# block 1

block_1/met3.png
Bar = 50 um.
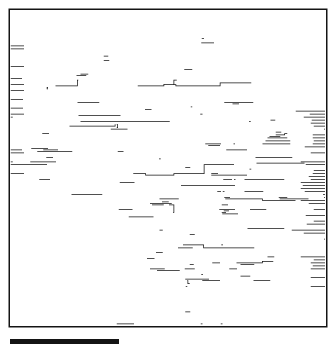

File: config.mk
export PLATFORM = sky130hd
export DESIGN_NAME = unsigned_trunc_mul_pipe
export DESIGN_NICKNAME = d
export VERILOG_FILES = /design/src/rtl/unsigned_trunc_mul_pipe.sv
export SDC_FILE = /design/constraint.sdc
export NUM_CORES = 1
export LEC_CHECK = 0
export CORE_MARGIN = 5
export CORE_UTILIZATION = 55
export CTS_CLUSTER_SIZE = 40
export DETAILED_ROUTE_END_ITERATION = 12
export MAX_ROUTING_LAYER = met4
export PLACE_DENSITY = 0.86
export SLEW_MARGIN = 10
export SYNTH_ARGS = -nofsm -noshare
export SYNTH_HDL_FRONTEND = slang
export SYNTH_SLANG_ARGS = --single-unit
export TNS_END_PERCENT = 20
File: constraint.sdc
create_clock -name clk -period 13.1 [get_ports clk]
set_input_delay 2.62 -clock clk [delete_from_list [all_inputs] [get_ports clk]]
set_output_delay 2.62 -clock clk [all_outputs]
set_load 0.02 [all_outputs]
File: src/rtl/unsigned_trunc_mul_pipe.sv
// Purpose: pipelined unsigned multiplier with per-beat exact/approximate mode
//          (low x-rows column-truncated at weight K) and a saturating error monitor.
// Latency: 2 cycles input-accept to output-valid; 1 beat/cycle with out_ready held high.
// Backpressure: in_ready = !out_valid | out_ready; when low the whole pipe holds, bubbles included.
//
// Ports:
//   clk, rst            rising-edge clock, asynchronous active-high reset
//   in_valid/in_ready   operand handshake; x, y operands, approx selects mode per beat
//   out_valid/out_ready result handshake; z product, z_approx mode tag
//   clr_stats           synchronous clear of err_acc/op_cnt (wins over same-cycle update)
//   err_acc, op_cnt     saturating sum of (exact - z) and count over transferred approx beats
module unsigned_trunc_mul_pipe #(
  parameter int W     = 8,
  parameter int L     = 4,
  parameter int K     = 7,
  parameter int ERR_W = 32
) (
  input  logic              clk,
  input  logic              rst,
  input  logic              in_valid,
  output logic              in_ready,
  input  logic [W-1:0]      x,
  input  logic [W-1:0]      y,
  input  logic              approx,
  output logic              out_valid,
  input  logic              out_ready,
  output logic [2*W-1:0]    z,
  output logic              z_approx,
  input  logic              clr_stats,
  output logic [ERR_W-1:0]  err_acc,
  output logic [ERR_W-1:0]  op_cnt
);

  localparam int PW = 2 * W;
  // Accumulator sum is wide enough to hold either operand plus a carry.
  localparam int SW = ((ERR_W > PW) ? ERR_W : PW) + 1;

  localparam logic [PW-1:0] ONE_P   = 1;
  // Keeps partial-product bits of weight >= K.
  localparam logic [PW-1:0] KEEP    = ~((ONE_P << K) - ONE_P);
  localparam logic [SW-1:0] ONE_S   = 1;
  localparam logic [SW-1:0] ACC_MAX = (ONE_S << ERR_W) - ONE_S;

  logic          adv;
  logic [PW-1:0] hi, lo_ap, lo_ex, row;

  logic          s1_vld;
  logic [PW-1:0] s1_hi, s1_lo_ap, s1_lo_ex;
  logic          s1_approx;
  logic [PW-1:0] s2_err;

  logic          stat_upd;
  logic [SW-1:0] acc_sum;

  assign adv      = !out_valid || out_ready;
  assign in_ready = !rst && adv;

  // Row-by-row partial products. Rows below L feed both the exact and the
  // truncated low sums; the difference of those two is exactly the error.
  always_comb begin
    hi    = '0;
    lo_ap = '0;
    lo_ex = '0;
    row   = '0;
    for (int i = 0; i < W; i++) begin
      row = PW'(y) << i;
      if (x[i]) begin
        if (i >= L) begin
          hi = hi + row;
        end else begin
          lo_ex = lo_ex + row;
          lo_ap = lo_ap + (row & KEEP);
        end
      end
    end
  end

  always_ff @(posedge clk or posedge rst) begin
    if (rst) begin
      s1_vld    <= 1'b0;
      s1_hi     <= '0;
      s1_lo_ap  <= '0;
      s1_lo_ex  <= '0;
      s1_approx <= 1'b0;
      out_valid <= 1'b0;
      z         <= '0;
      z_approx  <= 1'b0;
      s2_err    <= '0;
    end else if (adv) begin
      s1_vld    <= in_valid;
      if (in_valid) begin
        s1_hi     <= hi;
        s1_lo_ap  <= lo_ap;
        s1_lo_ex  <= lo_ex;
        s1_approx <= approx;
      end
      out_valid <= s1_vld;
      // Bubbles leave z untouched so the last result stays visible.
      if (s1_vld) begin
        z        <= s1_hi + (s1_approx ? s1_lo_ap : s1_lo_ex);
        z_approx <= s1_approx;
        s2_err   <= s1_approx ? (s1_lo_ex - s1_lo_ap) : '0;
      end
    end
  end

  assign stat_upd = out_valid && out_ready && z_approx;
  assign acc_sum  = SW'(err_acc) + SW'(s2_err);

  always_ff @(posedge clk or posedge rst) begin
    if (rst) begin
      err_acc <= '0;
      op_cnt  <= '0;
    end else if (clr_stats) begin
      err_acc <= '0;
      op_cnt  <= '0;
    end else if (stat_upd) begin
      if (acc_sum > ACC_MAX) err_acc <= '1;
      else                   err_acc <= acc_sum[ERR_W-1:0];
      if (op_cnt != '1) op_cnt <= op_cnt + ERR_W'(1);
    end
  end

endmodule
# block 2

[src/rtl/alu_flags_pkg.sv]
// Shared constants and the stack-op decode for the ALU flag register and its save stack.
package alu_flags_pkg;

   localparam int FLAG_ZERO     = 0;
   localparam int FLAG_CARRY    = 1;
   localparam int FLAG_SIGN     = 2;
   localparam int NUM_FLAGS_DEF = 3;

   typedef enum logic [1:0] {
      OP_NONE     = 2'd0,
      OP_PUSH     = 2'd1,
      OP_POP      = 2'd2,
      OP_CONFLICT = 2'd3
   } stack_op_e;

   function automatic stack_op_e decode_op(input logic push, input logic pop);
      stack_op_e op;
      case ({push, pop})
         2'b10:   op = OP_PUSH;
         2'b01:   op = OP_POP;
         2'b11:   op = OP_CONFLICT;
         default: op = OP_NONE;
      endcase
      return op;
   endfunction

endpackage

[src/rtl/flag_lifo.sv]
// Flag save stack: storage, occupancy count and full/empty decode.
// Reports overflow/underflow attempts; push and pop are expected mutually exclusive.
module flag_lifo #(
   parameter int WIDTH = 3,
   parameter int DEPTH = 4
) (
   input  logic                         clk,
   input  logic                         rst_n,
   input  logic                         clr,
   input  logic                         push,
   input  logic                         pop,
   input  logic [WIDTH-1:0]             din,
   output logic [WIDTH-1:0]             top,
   output logic [$clog2(DEPTH+1)-1:0]   depth,
   output logic                         full,
   output logic                         empty,
   output logic                         overflow,
   output logic                         underflow
);

   localparam int CW = $clog2(DEPTH+1);

   logic [WIDTH-1:0] mem [DEPTH];
   logic             push_ok;
   logic             pop_ok;

   assign full      = (depth == CW'(DEPTH));
   assign empty     = (depth == '0);
   assign push_ok   = push & ~full & ~clr;
   assign pop_ok    = pop & ~empty & ~clr;
   assign overflow  = push & full;
   assign underflow = pop & empty;

   always_ff @(posedge clk or negedge rst_n) begin
      if (!rst_n)       depth <= '0;
      else if (clr)     depth <= '0;
      else if (push_ok) depth <= depth + CW'(1);
      else if (pop_ok)  depth <= depth - CW'(1);
   end

   // Storage carries no reset; entries above depth are never read.
   always_ff @(posedge clk) begin
      for (int i = 0; i < DEPTH; i++) begin
         if (push_ok && depth == CW'(i)) mem[i] <= din;
      end
   end

   always_comb begin
      top = '0;
      for (int i = 0; i < DEPTH; i++) begin
         if (depth == CW'(i + 1)) top = mem[i];
      end
   end

endmodule

[src/rtl/alu_flags_stack.sv]
// ALU status-flag register with masked per-flag writes, a save/restore stack and a sticky error.
// Priority each cycle: CLR, then stack operation, then flag write.
module alu_flags_stack
   import alu_flags_pkg::*;
#(
   parameter int NUM_FLAGS = NUM_FLAGS_DEF,
   parameter int DEPTH     = 4
) (
   input  logic                         CLK,
   input  logic                         reset,
   input  logic [NUM_FLAGS-1:0]         IN_FLAGS,
   input  logic [NUM_FLAGS-1:0]         IN_WE,
   input  logic                         PUSH,
   input  logic                         POP,
   input  logic                         CLR,
   input  logic                         ERR_CLR,
   output logic [NUM_FLAGS-1:0]         OUT_FLAGS,
   output logic [$clog2(DEPTH+1)-1:0]   OUT_DEPTH,
   output logic                         OUT_FULL,
   output logic                         OUT_EMPTY,
   output logic                         OUT_ERR
);

   stack_op_e            op;
   logic                 push_go;
   logic                 pop_go;
   logic                 overflow;
   logic                 underflow;
   logic                 err_event;
   logic [NUM_FLAGS-1:0] stack_top;
   logic [NUM_FLAGS-1:0] flags_next;

   assign op        = decode_op(PUSH, POP);
   assign push_go   = (op == OP_PUSH);
   assign pop_go    = (op == OP_POP);
   assign err_event = overflow | underflow | (op == OP_CONFLICT);

   flag_lifo #(
      .WIDTH (NUM_FLAGS),
      .DEPTH (DEPTH)
   ) u_lifo (
      .clk       (CLK),
      .rst_n     (reset),
      .clr       (CLR),
      .push      (push_go),
      .pop       (pop_go),
      .din       (OUT_FLAGS),
      .top       (stack_top),
      .depth     (OUT_DEPTH),
      .full      (OUT_FULL),
      .empty     (OUT_EMPTY),
      .overflow  (overflow),
      .underflow (underflow)
   );

   // A successful pop restores the whole vector; anything else falls through to the masked write.
   always_comb begin
      flags_next = (OUT_FLAGS & ~IN_WE) | (IN_FLAGS & IN_WE);
      if (pop_go && !OUT_EMPTY) flags_next = stack_top;
   end

   always_ff @(posedge CLK or negedge reset) begin
      if (!reset)   OUT_FLAGS <= '0;
      else if (CLR) OUT_FLAGS <= '0;
      else          OUT_FLAGS <= flags_next;
   end

   always_ff @(posedge CLK or negedge reset) begin
      if (!reset)         OUT_ERR <= 1'b0;
      else if (CLR)       OUT_ERR <= 1'b0;
      else if (err_event) OUT_ERR <= 1'b1;
      else if (ERR_CLR)   OUT_ERR <= 1'b0;
   end

endmodule

[config.mk]
export PLATFORM = sky130hd
export DESIGN_NAME = alu_flags_stack
export DESIGN_NICKNAME = d
export VERILOG_FILES = /design/src/rtl/alu_flags_pkg.sv /design/src/rtl/flag_lifo.sv /design/src/rtl/alu_flags_stack.sv
export SDC_FILE = /design/constraint.sdc
export NUM_CORES = 1
export LEC_CHECK = 0
export CAP_MARGIN = 20
export CORE_MARGIN = 10
export CORE_UTILIZATION = 49
export CTS_CLUSTER_SIZE = 25
export DETAILED_ROUTE_END_ITERATION = 16
export GPL_TIMING_DRIVEN = 0
export PLACE_DENSITY = 0.85
export SLEW_MARGIN = 20
export SYNTH_ARGS = -nofsm -noshare
export SYNTH_HDL_FRONTEND = slang
export SYNTH_HIERARCHICAL = 1
export SYNTH_SLANG_ARGS = --single-unit
[constraint.sdc]
create_clock -name CLK -period 2 [get_ports CLK]
set_clock_uncertainty 0.2 [all_clocks]
set_input_delay 0.3 -clock CLK [delete_from_list [all_inputs] [get_ports CLK]]
set_output_delay 0.3 -clock CLK [all_outputs]
set_load 0.03 [all_outputs]
# block 3

[src/rtl/shift_pkg.sv]
// Shared encodings and default constants for the iterative shift-amount unit.
package shift_pkg;

  typedef enum logic [1:0] {
    ModeSll = 2'b00,
    ModeSrl = 2'b01,
    ModeSra = 2'b10,
    ModeRor = 2'b11
  } shift_mode_e;

  typedef enum logic [1:0] {
    StIdle  = 2'b00,
    StShift = 2'b01,
    StDone  = 2'b10
  } shift_state_e;

  localparam int unsigned DefConstIdx = 1;
  localparam int unsigned DefConstAmt = 16;

endpackage

[src/rtl/shamt_mux.sv]
// Combinational shift-amount selector: one slot replaced by a constant,
// out-of-range selects fall back to slot 0.
module shamt_mux #(
  parameter int unsigned AMT_W     = 6,
  parameter int unsigned N_SRC     = 4,
  parameter int unsigned SEL_W     = 3,
  parameter int unsigned CONST_IDX = 1,
  parameter int unsigned CONST_AMT = 16
) (
  input  logic [SEL_W-1:0]       sel_i,
  input  logic [N_SRC*AMT_W-1:0] amt_i,
  output logic [AMT_W-1:0]       amt_o
);

  always_comb begin
    amt_o = amt_i[AMT_W-1:0];
    if (sel_i == SEL_W'(CONST_IDX)) begin
      amt_o = AMT_W'(CONST_AMT);
    end else begin
      for (int unsigned i = 1; i < N_SRC; i++) begin
        if (sel_i == SEL_W'(i)) amt_o = amt_i[i*AMT_W +: AMT_W];
      end
    end
  end

endmodule

[src/rtl/shamt_shift_unit.sv]
// Iterative shifter: latches operand, mode and a selected amount, then shifts
// one bit position per clock under a start/busy/done handshake.
module shamt_shift_unit
  import shift_pkg::*;
#(
  parameter int unsigned DATA_W    = 32,
  parameter int unsigned AMT_W     = 6,
  parameter int unsigned N_SRC     = 4,
  parameter int unsigned SEL_W     = 3,
  parameter int unsigned CONST_IDX = DefConstIdx,
  parameter int unsigned CONST_AMT = DefConstAmt
) (
  input  logic                   clk_i,
  input  logic                   reset_i,
  input  logic                   start_i,
  input  logic [SEL_W-1:0]       sel_i,
  input  logic [N_SRC*AMT_W-1:0] amt_in_i,
  input  logic [1:0]             mode_i,
  input  logic [DATA_W-1:0]      data_in_i,
  output logic [DATA_W-1:0]      data_out_o,
  output logic                   busy_o,
  output logic                   done_o
);

  shift_state_e      state_q, state_d;
  shift_mode_e       mode_q, mode_d;
  logic [DATA_W-1:0] data_q, data_d, step;
  logic [AMT_W-1:0]  cnt_q, cnt_d, amt_sel;
  logic              busy_q, done_q;

  shamt_mux #(
    .AMT_W    (AMT_W),
    .N_SRC    (N_SRC),
    .SEL_W    (SEL_W),
    .CONST_IDX(CONST_IDX),
    .CONST_AMT(CONST_AMT)
  ) u_shamt_mux (
    .sel_i(sel_i),
    .amt_i(amt_in_i),
    .amt_o(amt_sel)
  );

  always_comb begin
    unique case (mode_q)
      ModeSll: step = {data_q[DATA_W-2:0], 1'b0};
      ModeSrl: step = {1'b0, data_q[DATA_W-1:1]};
      ModeSra: step = {data_q[DATA_W-1], data_q[DATA_W-1:1]};
      ModeRor: step = {data_q[0], data_q[DATA_W-1:1]};
    endcase
  end

  always_comb begin
    state_d = state_q;
    mode_d  = mode_q;
    data_d  = data_q;
    cnt_d   = cnt_q;
    case (state_q)
      StIdle, StDone: begin
        if (start_i) begin
          data_d  = data_in_i;
          mode_d  = shift_mode_e'(mode_i);
          cnt_d   = amt_sel;
          state_d = (amt_sel != '0) ? StShift : StDone;
        end else begin
          state_d = StIdle;
        end
      end
      StShift: begin
        data_d = step;
        cnt_d  = cnt_q - AMT_W'(1);
        if (cnt_q == AMT_W'(1)) state_d = StDone;
      end
      default: state_d = StIdle;
    endcase
  end

  // Outputs are registered decodes of the next state, so they track state_q exactly.
  always_ff @(posedge clk_i or posedge reset_i) begin
    if (reset_i) begin
      state_q <= StIdle;
      mode_q  <= ModeSll;
      data_q  <= '0;
      cnt_q   <= '0;
      busy_q  <= 1'b0;
      done_q  <= 1'b0;
    end else begin
      state_q <= state_d;
      mode_q  <= mode_d;
      data_q  <= data_d;
      cnt_q   <= cnt_d;
      busy_q  <= (state_d == StShift);
      done_q  <= (state_d == StDone);
    end
  end

  assign data_out_o = data_q;
  assign busy_o     = busy_q;
  assign done_o     = done_q;

endmodule

[config.mk]
export PLATFORM = sky130hd
export DESIGN_NAME = shamt_shift_unit
export DESIGN_NICKNAME = d
export VERILOG_FILES = /design/src/rtl/shift_pkg.sv /design/src/rtl/shamt_mux.sv /design/src/rtl/shamt_shift_unit.sv
export SDC_FILE = /design/constraint.sdc
export NUM_CORES = 1
export LEC_CHECK = 0
export CORE_MARGIN = 2
export CORE_UTILIZATION = 48
export CTS_CLUSTER_SIZE = 14
export DETAILED_ROUTE_END_ITERATION = 8
export HOLD_SLACK_MARGIN = 0.12
export MAX_ROUTING_LAYER = met4
export PLACE_DENSITY = 0.93
export SYNTH_ARGS = -nofsm -noshare
export SYNTH_HDL_FRONTEND = slang
export SYNTH_SLANG_ARGS = --single-unit
export TNS_END_PERCENT = 100
[constraint.sdc]
create_clock -name clk_i -period 3.9 [get_ports clk_i]
set_input_delay 0.78 -clock clk_i [delete_from_list [all_inputs] [get_ports clk_i]]
set_output_delay 0.78 -clock clk_i [all_outputs]
set_load 0.01 [all_outputs]
# block 4

==> src/rtl/wo_reg_pkg.sv <==
// Shared definitions for the write-once register arbiter: the arbiter FSM
// state encoding and the position of the lock bit inside each register word.
package wo_reg_pkg;

    typedef enum logic [1:0] {
        ST_IDLE  = 2'd0,
        ST_GRANT = 2'd1,
        ST_WRITE = 2'd2,
        ST_RESP  = 2'd3
    } arb_state_e;

    // Bit 0 of every register word mirrors that register's lock flag.
    localparam int LOCK_BIT = 0;

endpackage

==> src/rtl/wo_reg_arbiter_if.sv <==
// Requester-side bus of the write-once register arbiter: per-requester
// request/index/data going in, grant/done/error pulses coming back.
// Requester i owns bit i of req/gnt/done/err and slice i of addr/wdata.
interface wo_reg_arbiter_if #(
    parameter int NREQ = 2,
    parameter int AW   = 2,
    parameter int DW   = 16
);

    logic [NREQ-1:0]    req;
    logic [NREQ*AW-1:0] addr;
    logic [NREQ*DW-1:0] wdata;
    logic [NREQ-1:0]    gnt;
    logic [NREQ-1:0]    done;
    logic [NREQ-1:0]    err;

    modport master (
        output req, addr, wdata,
        input  gnt, done, err
    );

    modport slave (
        input  req, addr, wdata,
        output gnt, done, err
    );

endinterface

==> src/rtl/wo_reg_cell.sv <==
// One write-once bank entry: a data word plus a sticky lock flag. Once the
// lock is set the entry ignores further writes until reset. The stored data
// keeps the lock position at zero; the output merges the lock flag back in so
// bit LOCK_BIT always reads as the lock.
module wo_reg_cell
    import wo_reg_pkg::*;
#(
    parameter int DW = 16
) (
    input  logic          Clk,
    input  logic          ip_resetn,
    input  logic          we,
    input  logic [DW-1:0] wdata,
    output logic [DW-1:0] data_out,
    output logic          locked
);

    localparam logic [DW-1:0] LOCK_MASK = DW'(1) << LOCK_BIT;

    logic [DW-1:0] data_q;
    logic          lock_q;

    // Load data and lock on an accepted write; a locked cell protects itself.
    // NOTE: the bank is a handful of control-visible registers, not a RAM, so
    // it is reset; unlocked-at-zero after reset is part of its contract.
    always_ff @(posedge Clk or negedge ip_resetn) begin
        if (!ip_resetn) begin
            data_q <= '0;
            lock_q <= 1'b0;
        end else if (we && !lock_q) begin
            // NOTE: non-blocking assignments keep every flop sampling the
            // pre-edge values, independent of statement order.
            data_q <= wdata & ~LOCK_MASK;
            lock_q <= wdata[LOCK_BIT];
        end
    end

    assign data_out = data_q | (lock_q ? LOCK_MASK : '0);
    assign locked   = lock_q;

endmodule

==> src/rtl/wo_reg_arbiter.sv <==
// Round-robin arbiter in front of a bank of write-once registers.
// Each transaction walks IDLE -> GRANT -> WRITE -> RESP -> IDLE. A write to a
// locked or non-existent register is dropped; with WO_ARB_ERR_RESP_EN defined
// it is reported on err together with done, otherwise err stays 0 and the
// rejected write completes silently.
module wo_reg_arbiter
    import wo_reg_pkg::*;
#(
    parameter int NREQ = 2,
    parameter int NREG = 4,
    parameter int DW   = 16,
    parameter int AW   = 2
) (
    input  logic                Clk,
    input  logic                ip_resetn,
    wo_reg_arbiter_if.slave     bus,
    output logic [NREG*DW-1:0]  reg_out,
    output logic [NREG-1:0]     lock_status
);

    localparam int IW = (NREQ > 1) ? $clog2(NREQ) : 1;

    arb_state_e      state_q, state_d;
    logic [IW-1:0]   win_q, win_d;
    logic [IW-1:0]   last_q, last_d;
    logic [AW-1:0]   addr_q;
    logic [DW-1:0]   wdata_q;

    logic [IW-1:0]   rr_sel;
    logic [IW-1:0]   rr_idx;
    logic            rr_any;
    logic [NREQ-1:0] win_oh;
    logic [AW-1:0]   sel_addr;
    logic [DW-1:0]   sel_wdata;
    logic            target_valid;
    logic            target_locked;
    logic            wr_ok;
    logic [NREG-1:0] cell_we;
    logic [NREQ-1:0] gnt_c;
    logic [NREQ-1:0] done_c;

    // Round-robin pick: first requester at or after the one following last_q.
    // NOTE: every combinational output gets a default before any branch, so
    // no path leaves a signal unassigned and no latch is inferred.
    always_comb begin
        rr_sel = '0;
        rr_idx = '0;
        rr_any = 1'b0;
        for (int k = 1; k <= NREQ; k++) begin
            rr_idx = IW'((int'(last_q) + k) % NREQ);
            if (!rr_any && bus.req[rr_idx]) begin
                rr_any = 1'b1;
                rr_sel = rr_idx;
            end
        end
    end

    // Decode the current winner into a one-hot vector and its bus slices.
    always_comb begin
        win_oh    = '0;
        sel_addr  = '0;
        sel_wdata = '0;
        for (int i = 0; i < NREQ; i++) begin
            if (win_q == IW'(i)) begin
                win_oh[i] = 1'b1;
                sel_addr  = bus.addr[i*AW +: AW];
                sel_wdata = bus.wdata[i*DW +: DW];
            end
        end
    end

    // Qualify the captured target: it must exist and be unlocked.
    always_comb begin
        target_valid  = (int'(addr_q) < NREG);
        target_locked = 1'b0;
        cell_we       = '0;
        for (int i = 0; i < NREG; i++) begin
            if (addr_q == AW'(i)) begin
                target_locked = lock_status[i];
            end
        end
        wr_ok = target_valid && !target_locked;
        for (int i = 0; i < NREG; i++) begin
            cell_we[i] = (state_q == ST_WRITE) && wr_ok && (addr_q == AW'(i));
        end
    end

    // Next state, grant and done. A winner whose req has dropped by GRANT is
    // withdrawn: no grant, no write, and the round-robin pointer stays put.
    always_comb begin
        state_d = state_q;
        win_d   = win_q;
        last_d  = last_q;
        gnt_c   = '0;
        done_c  = '0;
        case (state_q)
            ST_IDLE: begin
                if (rr_any) begin
                    win_d   = rr_sel;
                    state_d = ST_GRANT;
                end
            end
            ST_GRANT: begin
                if (bus.req[win_q]) begin
                    gnt_c   = win_oh;
                    last_d  = win_q;
                    state_d = ST_WRITE;
                end else begin
                    state_d = ST_IDLE;
                end
            end
            ST_WRITE: state_d = ST_RESP;
            ST_RESP: begin
                done_c  = win_oh;
                state_d = ST_IDLE;
            end
            default: state_d = ST_IDLE;
        endcase
    end

    // FSM state, winner and round-robin pointer; reset makes requester 0 win first.
    always_ff @(posedge Clk or negedge ip_resetn) begin
        if (!ip_resetn) begin
            state_q <= ST_IDLE;
            win_q   <= '0;
            last_q  <= IW'(NREQ - 1);
        end else begin
            state_q <= state_d;
            win_q   <= win_d;
            last_q  <= last_d;
        end
    end

    // Capture the granted requester's index and data during GRANT.
    always_ff @(posedge Clk or negedge ip_resetn) begin
        if (!ip_resetn) begin
            addr_q  <= '0;
            wdata_q <= '0;
        end else if (state_q == ST_GRANT && bus.req[win_q]) begin
            addr_q  <= sel_addr;
            wdata_q <= sel_wdata;
        end
    end

    assign bus.gnt  = gnt_c;
    assign bus.done = done_c;

`ifdef WO_ARB_ERR_RESP_EN
    logic err_flag_q;

    // Remember during WRITE whether the write was rejected, for the RESP pulse.
    always_ff @(posedge Clk or negedge ip_resetn) begin
        if (!ip_resetn) begin
            err_flag_q <= 1'b0;
        end else if (state_q == ST_WRITE) begin
            err_flag_q <= !wr_ok;
        end
    end

    assign bus.err = (state_q == ST_RESP && err_flag_q) ? win_oh : '0;
`else
    assign bus.err = '0;
`endif

    for (genvar i = 0; i < NREG; i++) begin : g_cell
        wo_reg_cell #(
            .DW (DW)
        ) u_cell (
            .Clk       (Clk),
            .ip_resetn (ip_resetn),
            .we        (cell_we[i]),
            .wdata     (wdata_q),
            .data_out  (reg_out[i*DW +: DW]),
            .locked    (lock_status[i])
        );
    end

endmodule

==> src/flat_wrapper.sv <==
// flat-port wrapper written by rule: the top's interface ports become plain ports
module wo_reg_arbiter_flat import wo_reg_pkg::*;
#(
    parameter int NREQ = 2,
    parameter int NREG = 4,
    parameter int DW   = 16,
    parameter int AW   = 2
)
  (Clk, ip_resetn, reg_out, lock_status, bus_req, bus_addr, bus_wdata, bus_gnt, bus_done, bus_err);
  wo_reg_arbiter_if #(.NREQ(NREQ), .AW(AW), .DW(DW)) bus_i ();
  input  logic Clk;
  input  logic ip_resetn;
  output logic [NREG*DW-1:0] reg_out;
  output logic [NREG-1:0] lock_status;
  input wire logic [$bits(bus_i.req)-1:0] bus_req;
  input wire logic [$bits(bus_i.addr)-1:0] bus_addr;
  input wire logic [$bits(bus_i.wdata)-1:0] bus_wdata;
  output wire logic [$bits(bus_i.gnt)-1:0] bus_gnt;
  output wire logic [$bits(bus_i.done)-1:0] bus_done;
  output wire logic [$bits(bus_i.err)-1:0] bus_err;
  assign bus_i.req = bus_req;
  assign bus_i.addr = bus_addr;
  assign bus_i.wdata = bus_wdata;
  assign bus_gnt = bus_i.gnt;
  assign bus_done = bus_i.done;
  assign bus_err = bus_i.err;
  wo_reg_arbiter #(.NREQ(NREQ), .NREG(NREG), .DW(DW), .AW(AW)) u_core (.Clk(Clk), .ip_resetn(ip_resetn), .bus(bus_i), .reg_out(reg_out), .lock_status(lock_status));
endmodule
==> config.mk <==
export PLATFORM = sky130hd
export DESIGN_NAME = wo_reg_arbiter_flat
export DESIGN_NICKNAME = d
export VERILOG_FILES = /design/src/rtl/wo_reg_pkg.sv /design/src/rtl/wo_reg_arbiter_if.sv /design/src/rtl/wo_reg_cell.sv /design/src/rtl/wo_reg_arbiter.sv /design/src/flat_wrapper.sv
export SDC_FILE = /design/constraint.sdc
export NUM_CORES = 1
export LEC_CHECK = 0
export CAP_MARGIN = 15
export CORE_MARGIN = 1.5
export CORE_UTILIZATION = 45
export CTS_BUF_LIST = sky130_fd_sc_hd__clkbuf_8 sky130_fd_sc_hd__clkbuf_16
export CTS_CLUSTER_SIZE = 16
export DETAILED_ROUTE_END_ITERATION = 16
export GPL_ROUTABILITY_DRIVEN = 0
export PLACE_DENSITY = 0.78
export SYNTH_ARGS = -nofsm -noshare
export SYNTH_HDL_FRONTEND = slang
export SYNTH_SLANG_ARGS = --single-unit
==> constraint.sdc <==
create_clock -name Clk -period 2.43 [get_ports Clk]
set_input_delay 0.243 -clock Clk [delete_from_list [all_inputs] [get_ports Clk]]
set_output_delay 0.243 -clock Clk [all_outputs]
set_load 0.01 [all_outputs]

==> screenshots <==
M2 wires.
shot_01.png
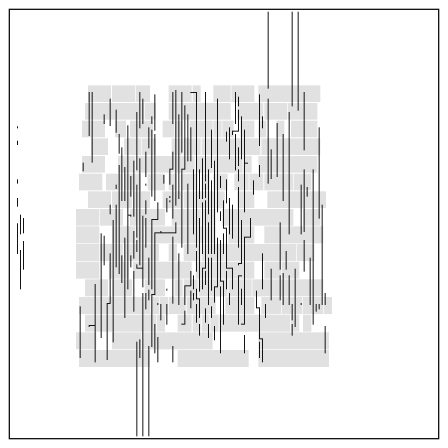
shot_02.png
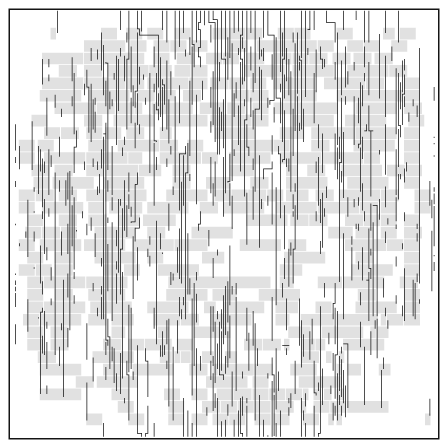
shot_03.png
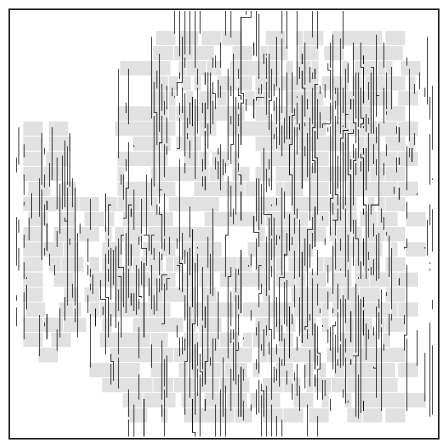
shot_04.png
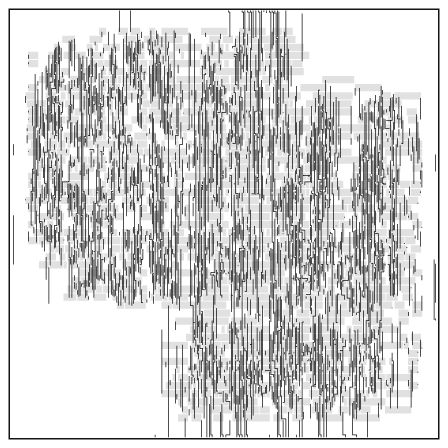
For block 1, see shot_04.png.
For block 2, see shot_01.png.
For block 3, see shot_03.png.
For block 4, see shot_02.png.

Key to shot_01.png:
- longest straight run: 25.2 um
- nets with wire on the layer: 116
- main direction: vertical
- wire length on this layer: 1,210 um
- share of all routed wire: 49%

block_1/registers.png
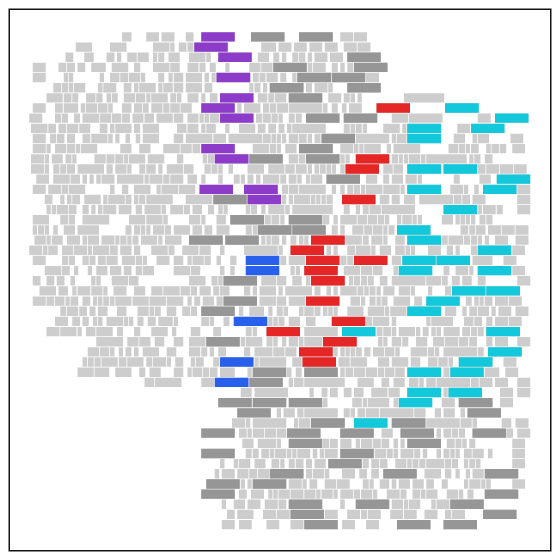
- blue: s1_lo_ap (sequential cells 5; where centre)
- red: s2_err (sequential cells 16; where centre)
- purple: s1_hi (sequential cells 12; where north)
- cyan: err_acc (sequential cells 32)
- not coloured: 64
power drawn by the sequential cells: 524 uW
Reg area: 3230 um^2

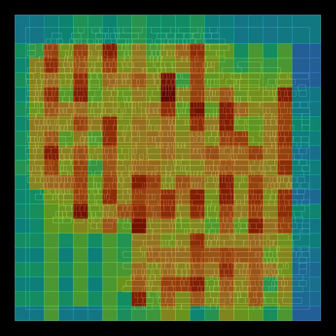
block_1/final_congestion.png
GRT met3 Usage: 3.21%
final cell utilization of the core: 65.5%
global routing met2 resource utilization: 42.4%

## Picture notes: block_1/met3.png
- wire length on this layer: 1,180 um
- nets with wire on the layer: 130
- main direction: horizontal
- longest straight run: 40.5 um
- share of all routed wire: 4.8%
total via count after detailed routing: 8,748
drt total wl: 24,500 um

==> flow_summary.ini, block 1 <==
; flow metrics
[run_status]
status = finished clean

[layout]
non_clock_buffer_area_share_pct = 9.15
filler_cell_count = 1423

[power]
total_power_mw = 1.65

[global_routing]
globalRoute.totalOverflow = 0
grt_pass1_wl_um = 41500
number_of_antenna_violations_at_the_first_check_in_global_routing = 0

[synthesis]
netlist.top_cell.by_instances = sky130_fd_sc_hd__nand2_1
post-synth-top-area-cell = sky130_fd_sc_hd__dfrtp_1
synth_async_reset_ratio_pct = 100
syn-num-nets = 1285
syn_inst = 1161
post_synth.cell_area_avg_um2 = 8.58
enable_flop_cells = 0
synth_stat.cells = 1161
flop_cell = sky130_fd_sc_hd__dfrtp_1

[floorplan]
rows = 49

[timing]
hold_ws_ps = 484
unrepaired_setup_endpoints_after_global_routing = no
hold_viol = 0
relative_max_transition_margin_pct = 34.1

[critical_path]
critical_path_arrival_ps = 7920
cp_data_required_time_ps = 13370

[clocking]
cts.htree.levels = 4

[detailed_routing]
first_pass_iters = 5
-- block 1: worst max-delay path, delay by kind of cell --
family                     cells  cell delay, ps
AOI/OAI and AO/OA             10            1710
muxes                          1             160
buffers and inverters          3             930
and+or+nand+nor                4             600
adders and majority gates      5            1570
xor gates and xnor gates       2             300
-- block 1: routing by layer --
| metal | part of all wire, % | wire length [um] | up-vias |
|---|---|---|---|
| li1 | - | - | 4278 |
| met1 | 43 | 10600 | 4198 |
| met2 | 51 | 12400 | 244 |
| met3 | 4.8 | 1180 | 28 |
| met4 | 1.4 | 340 | 0 |
| met5 | 0 | 0 | - |
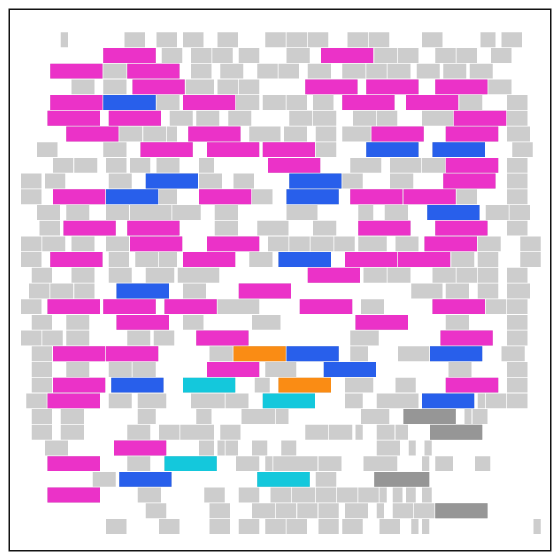
block_4/registers.png
- magenta: u_core.g_cell.u_cell.data_q (sequential cells 60)
- blue: u_core.wdata_q (sequential cells 16)
- orange: u_core.addr_q (sequential cells 2)
- cyan: u_core.g_cell.u_cell.locked (sequential cells 4; where south)
- not coloured: 4
share of cell area taken by flip-flops and latches: 42.6%
final cell utilization of the core: 64.5%
Reg area: 2150 um^2

==> flow_summary.ini, block 4 <==
; flow metrics
[synthesis]
synth.cells.most_frequent = 87 x sky130_fd_sc_hd__mux2_2, 85 x sky130_fd_sc_hd__dfrtp_1, 10 x sky130_fd_sc_hd__buf_4
syn_inst = 233
distinct_cells_synth = 26
netlist.top_cell.by_instances = sky130_fd_sc_hd__mux2_2
enable_flop_cells = 0

[layout]
fin_nets = 387
final.signal_inverter_count = 1
seq_cells = 86
final-clk-cell-share_pct = 3.56
clkbuf_count = 9
final_layout_size_suffix_gt1_share_pct = 37.5

[power]
clkPwrFrac_pct = 14.3
powerDensity_nw_per_um2 = 1260
power.share.sequential_pct = 41.5
top_power_group = combinational cells
seq_power_mw = 2.64
netSwitchingPower_mw = 2.08

[clocking]
number_of_hold_repair_buffers_added_at_the_cts_stage = 1
cts.clk_slew.worst_paths_ps = 90

[placement]
port-buffer-count = 111
placedInstanceArea_um2 = 4870
pre_cts_slack_ps = 432
place_inst = 437

[critical_path]
cp_num_cells = 4
crit_end = bus_gnt[1]
critical_path.reg2reg.endpoint = u_core.g_cell[1].u_cell.data_q[10]$_DFFE_PN0P_
slowest_delay_ps = 540

[timing]
hold_ws_ps = 421
relative_max_transition_margin_pct = 63.3
timing_max_transition_violations_final = 0
fmax_mhz = 477
timing.final.setup_violations = 0
hold_viol = 0

[global_routing]
grt_pass1_vias = 2432
globalRoute.totalOverflow = 0
gr-usage-met2_pct = 32.7

[detailed_routing]
met3RoutedLength_um = 319
drt_iter0_drc = 70

[run_status]
status = finished clean

[floorplan]
die_height_um = 93.6
fp.dieArea_um2 = 8750
die_width_um = 93.6

[flow_run]
stage_log_warnings = 26

[min_path]
worstHoldPathType = input port to asynchronous set/reset pin
[block 4: flip-flops by register name, summed over array words and instances, names as in the netlist, named ones only]
name and count:
u_core.addr_q 2, u_core.wdata_q 16, u_core.g_cell.u_cell.data_q 60, u_core.state_q 1, u_core.g_cell.u_cell.locked 4, u_core.win_q 1, u_core.last_q 1
[block 4: logic make-up (layout without fill, tap and decap cells)]
kind of cell	count (synthesis)	after routing	synth area share, %
AND-OR/OR-AND	8	8	1.80
buffers and inverters	18	136	4.51
flip-flops	86	86	58.4
AND/OR/NAND/NOR	24	24	5.02
multiplexers	96	96	30.2
other	1	2	0.102
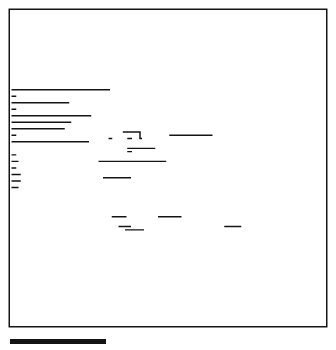
block_2/met3.png
Bar = 20 um.
- share of all routed wire: 6.2%
- nets with wire on the layer: 24
- wire length on this layer: 153 um
- main direction: horizontal
drt total wl: 2470 um
total via count after detailed routing: 833

==> flow_summary.ini, block 2 <==
; flow metrics
[run_status]
status = finished clean

[synthesis]
tally_of_yosys_warning_messages = 6
enable_flop_cells = 12
total_of_flip_flops_plus_latches_after_synthesis = 19

[detailed_routing]
remaining_drc_errors = 0
wl_met2_um = 1210
detail-route-antenna-nets = 0

[clocking]
clockBufferDepth = 2
number_of_buffers_created_by_cts = 3
clk-insertion-delay-late_ps = 300

[layout]
non_clock_buffer_area_share_pct = 17.4
final_layout_size_suffix_gt1_share_pct = 27.3

[timing]
fmax_mhz = 511
timing.final.setup_violations = 0
timing_max_transition_violations_final = 0

[critical_path]
setup.worst_path.class = flip-flop to output port
start_kind = flip-flop
crit_end = OUT_DEPTH[1]
slowest_delay_ps = 700
cp_data_required_time_ps = 1500

[placement]
pre_cts_slack_ps = -372
placer_s_final_routability_congestion_estimate = 0.785

[min_path]
worstHoldPathType = input port to asynchronous set/reset pin
block 2: state kept, by name, indices dropped and copies added, names as in the netlist:
| signal | cells |
|---|---|
| OUT_ERR | 1 |
| u_lifo/mem | 12 |
| OUT_FLAGS | 3 |
| u_lifo/depth | 3 |
block 2: power breakdown:
group / internal [mW] / total, mW / switching, mW
combinational: 0.159 / 0.338 / 0.179
clock: 0.0761 / 0.207 / 0.131
sequential: 0.443 / 0.467 / 0.0240
total: 0.678 / 1.01 / 0.334
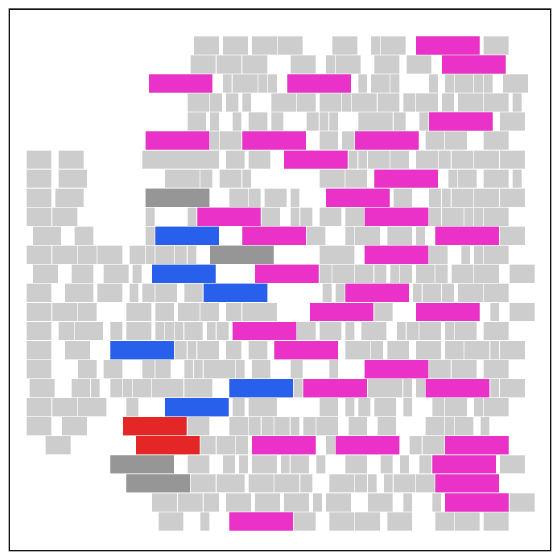
block_3/registers.png
- red: state_q (sequential cells 2)
- magenta: data_out_o (sequential cells 32)
- blue: cnt_q (sequential cells 6)
- not coloured: 4
Reg area: 1100 um^2
share of cell area taken by flip-flops and latches: 30.6%

==> flow_summary.ini, block 3 <==
; flow metrics
[power]
pwr.group.combinational_mw = 1.69
netSwitchingPower_mw = 1.28
seq_power_mw = 1.00
irDropWorstVdd_mv = 0.306

[detailed_routing]
first_pass_iters = 5
viasPerCell = 5.93
detail-route-antenna-nets = 0
remaining_drc_errors = 0

[placement]
placer_s_final_routability_congestion_estimate = 0.798

[floorplan]
fp.dieArea_um2 = 5950

[synthesis]
synth_stat.cells = 294
synth-compound-area-share_pct = 31.7

[global_routing]
global_route.peak_usage_layer = met2

[clocking]
cts.htree.levels = 2

[layout]
seq_cells = 44

[critical_path]
critical_path.reg2reg.endpoint = data_out_o[20]$_DFFE_PP0P_

[run_status]
status = finished clean
==> block 3: worst max-delay path: stages <==
cell	delay [ps]
sky130_fd_sc_hd__clkdlybuf4s50_1	470
sky130_fd_sc_hd__nor2b_1	570
sky130_fd_sc_hd__nor2_4	180
sky130_fd_sc_hd__buf_4	330
sky130_fd_sc_hd__a311oi_1	290
sky130_fd_sc_hd__a21o_1	140
==> block 3: flip-flops by register name (all words and copies together), names as in the netlist <==
signal,cells
state_q,2
cnt_q,6
mode_q,2
done_o,1
data_out_o,32
busy_o,1


## Gallery

Gate-type map.
picture 1
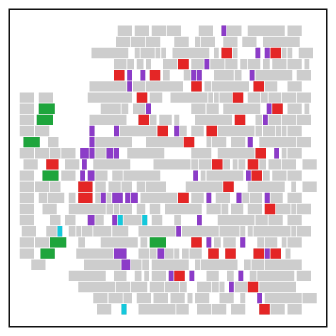
picture 2
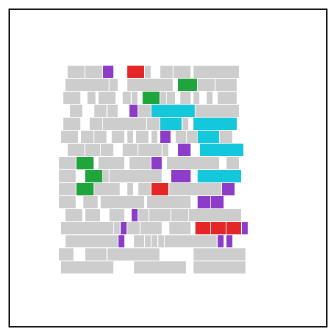
picture 3
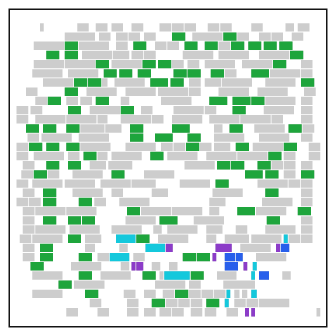
picture 4
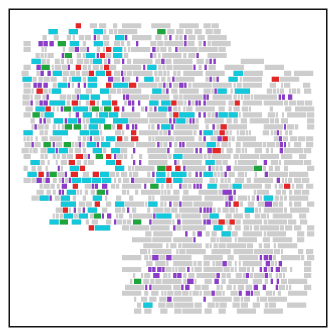
picture 3: block 4
picture 2: block 2
picture 1: block 3
picture 4: block 1

Key to picture 4:
- cyan: adder and majority cells (cells 103)
- red: AND-OR and OR-AND gates (cells 46)
- green: multiplexers (cells 23)
- purple: NAND gates (cells 222; where spread over the die)

Power figures rest on the tool's default switching activity, not on a simulated workload.
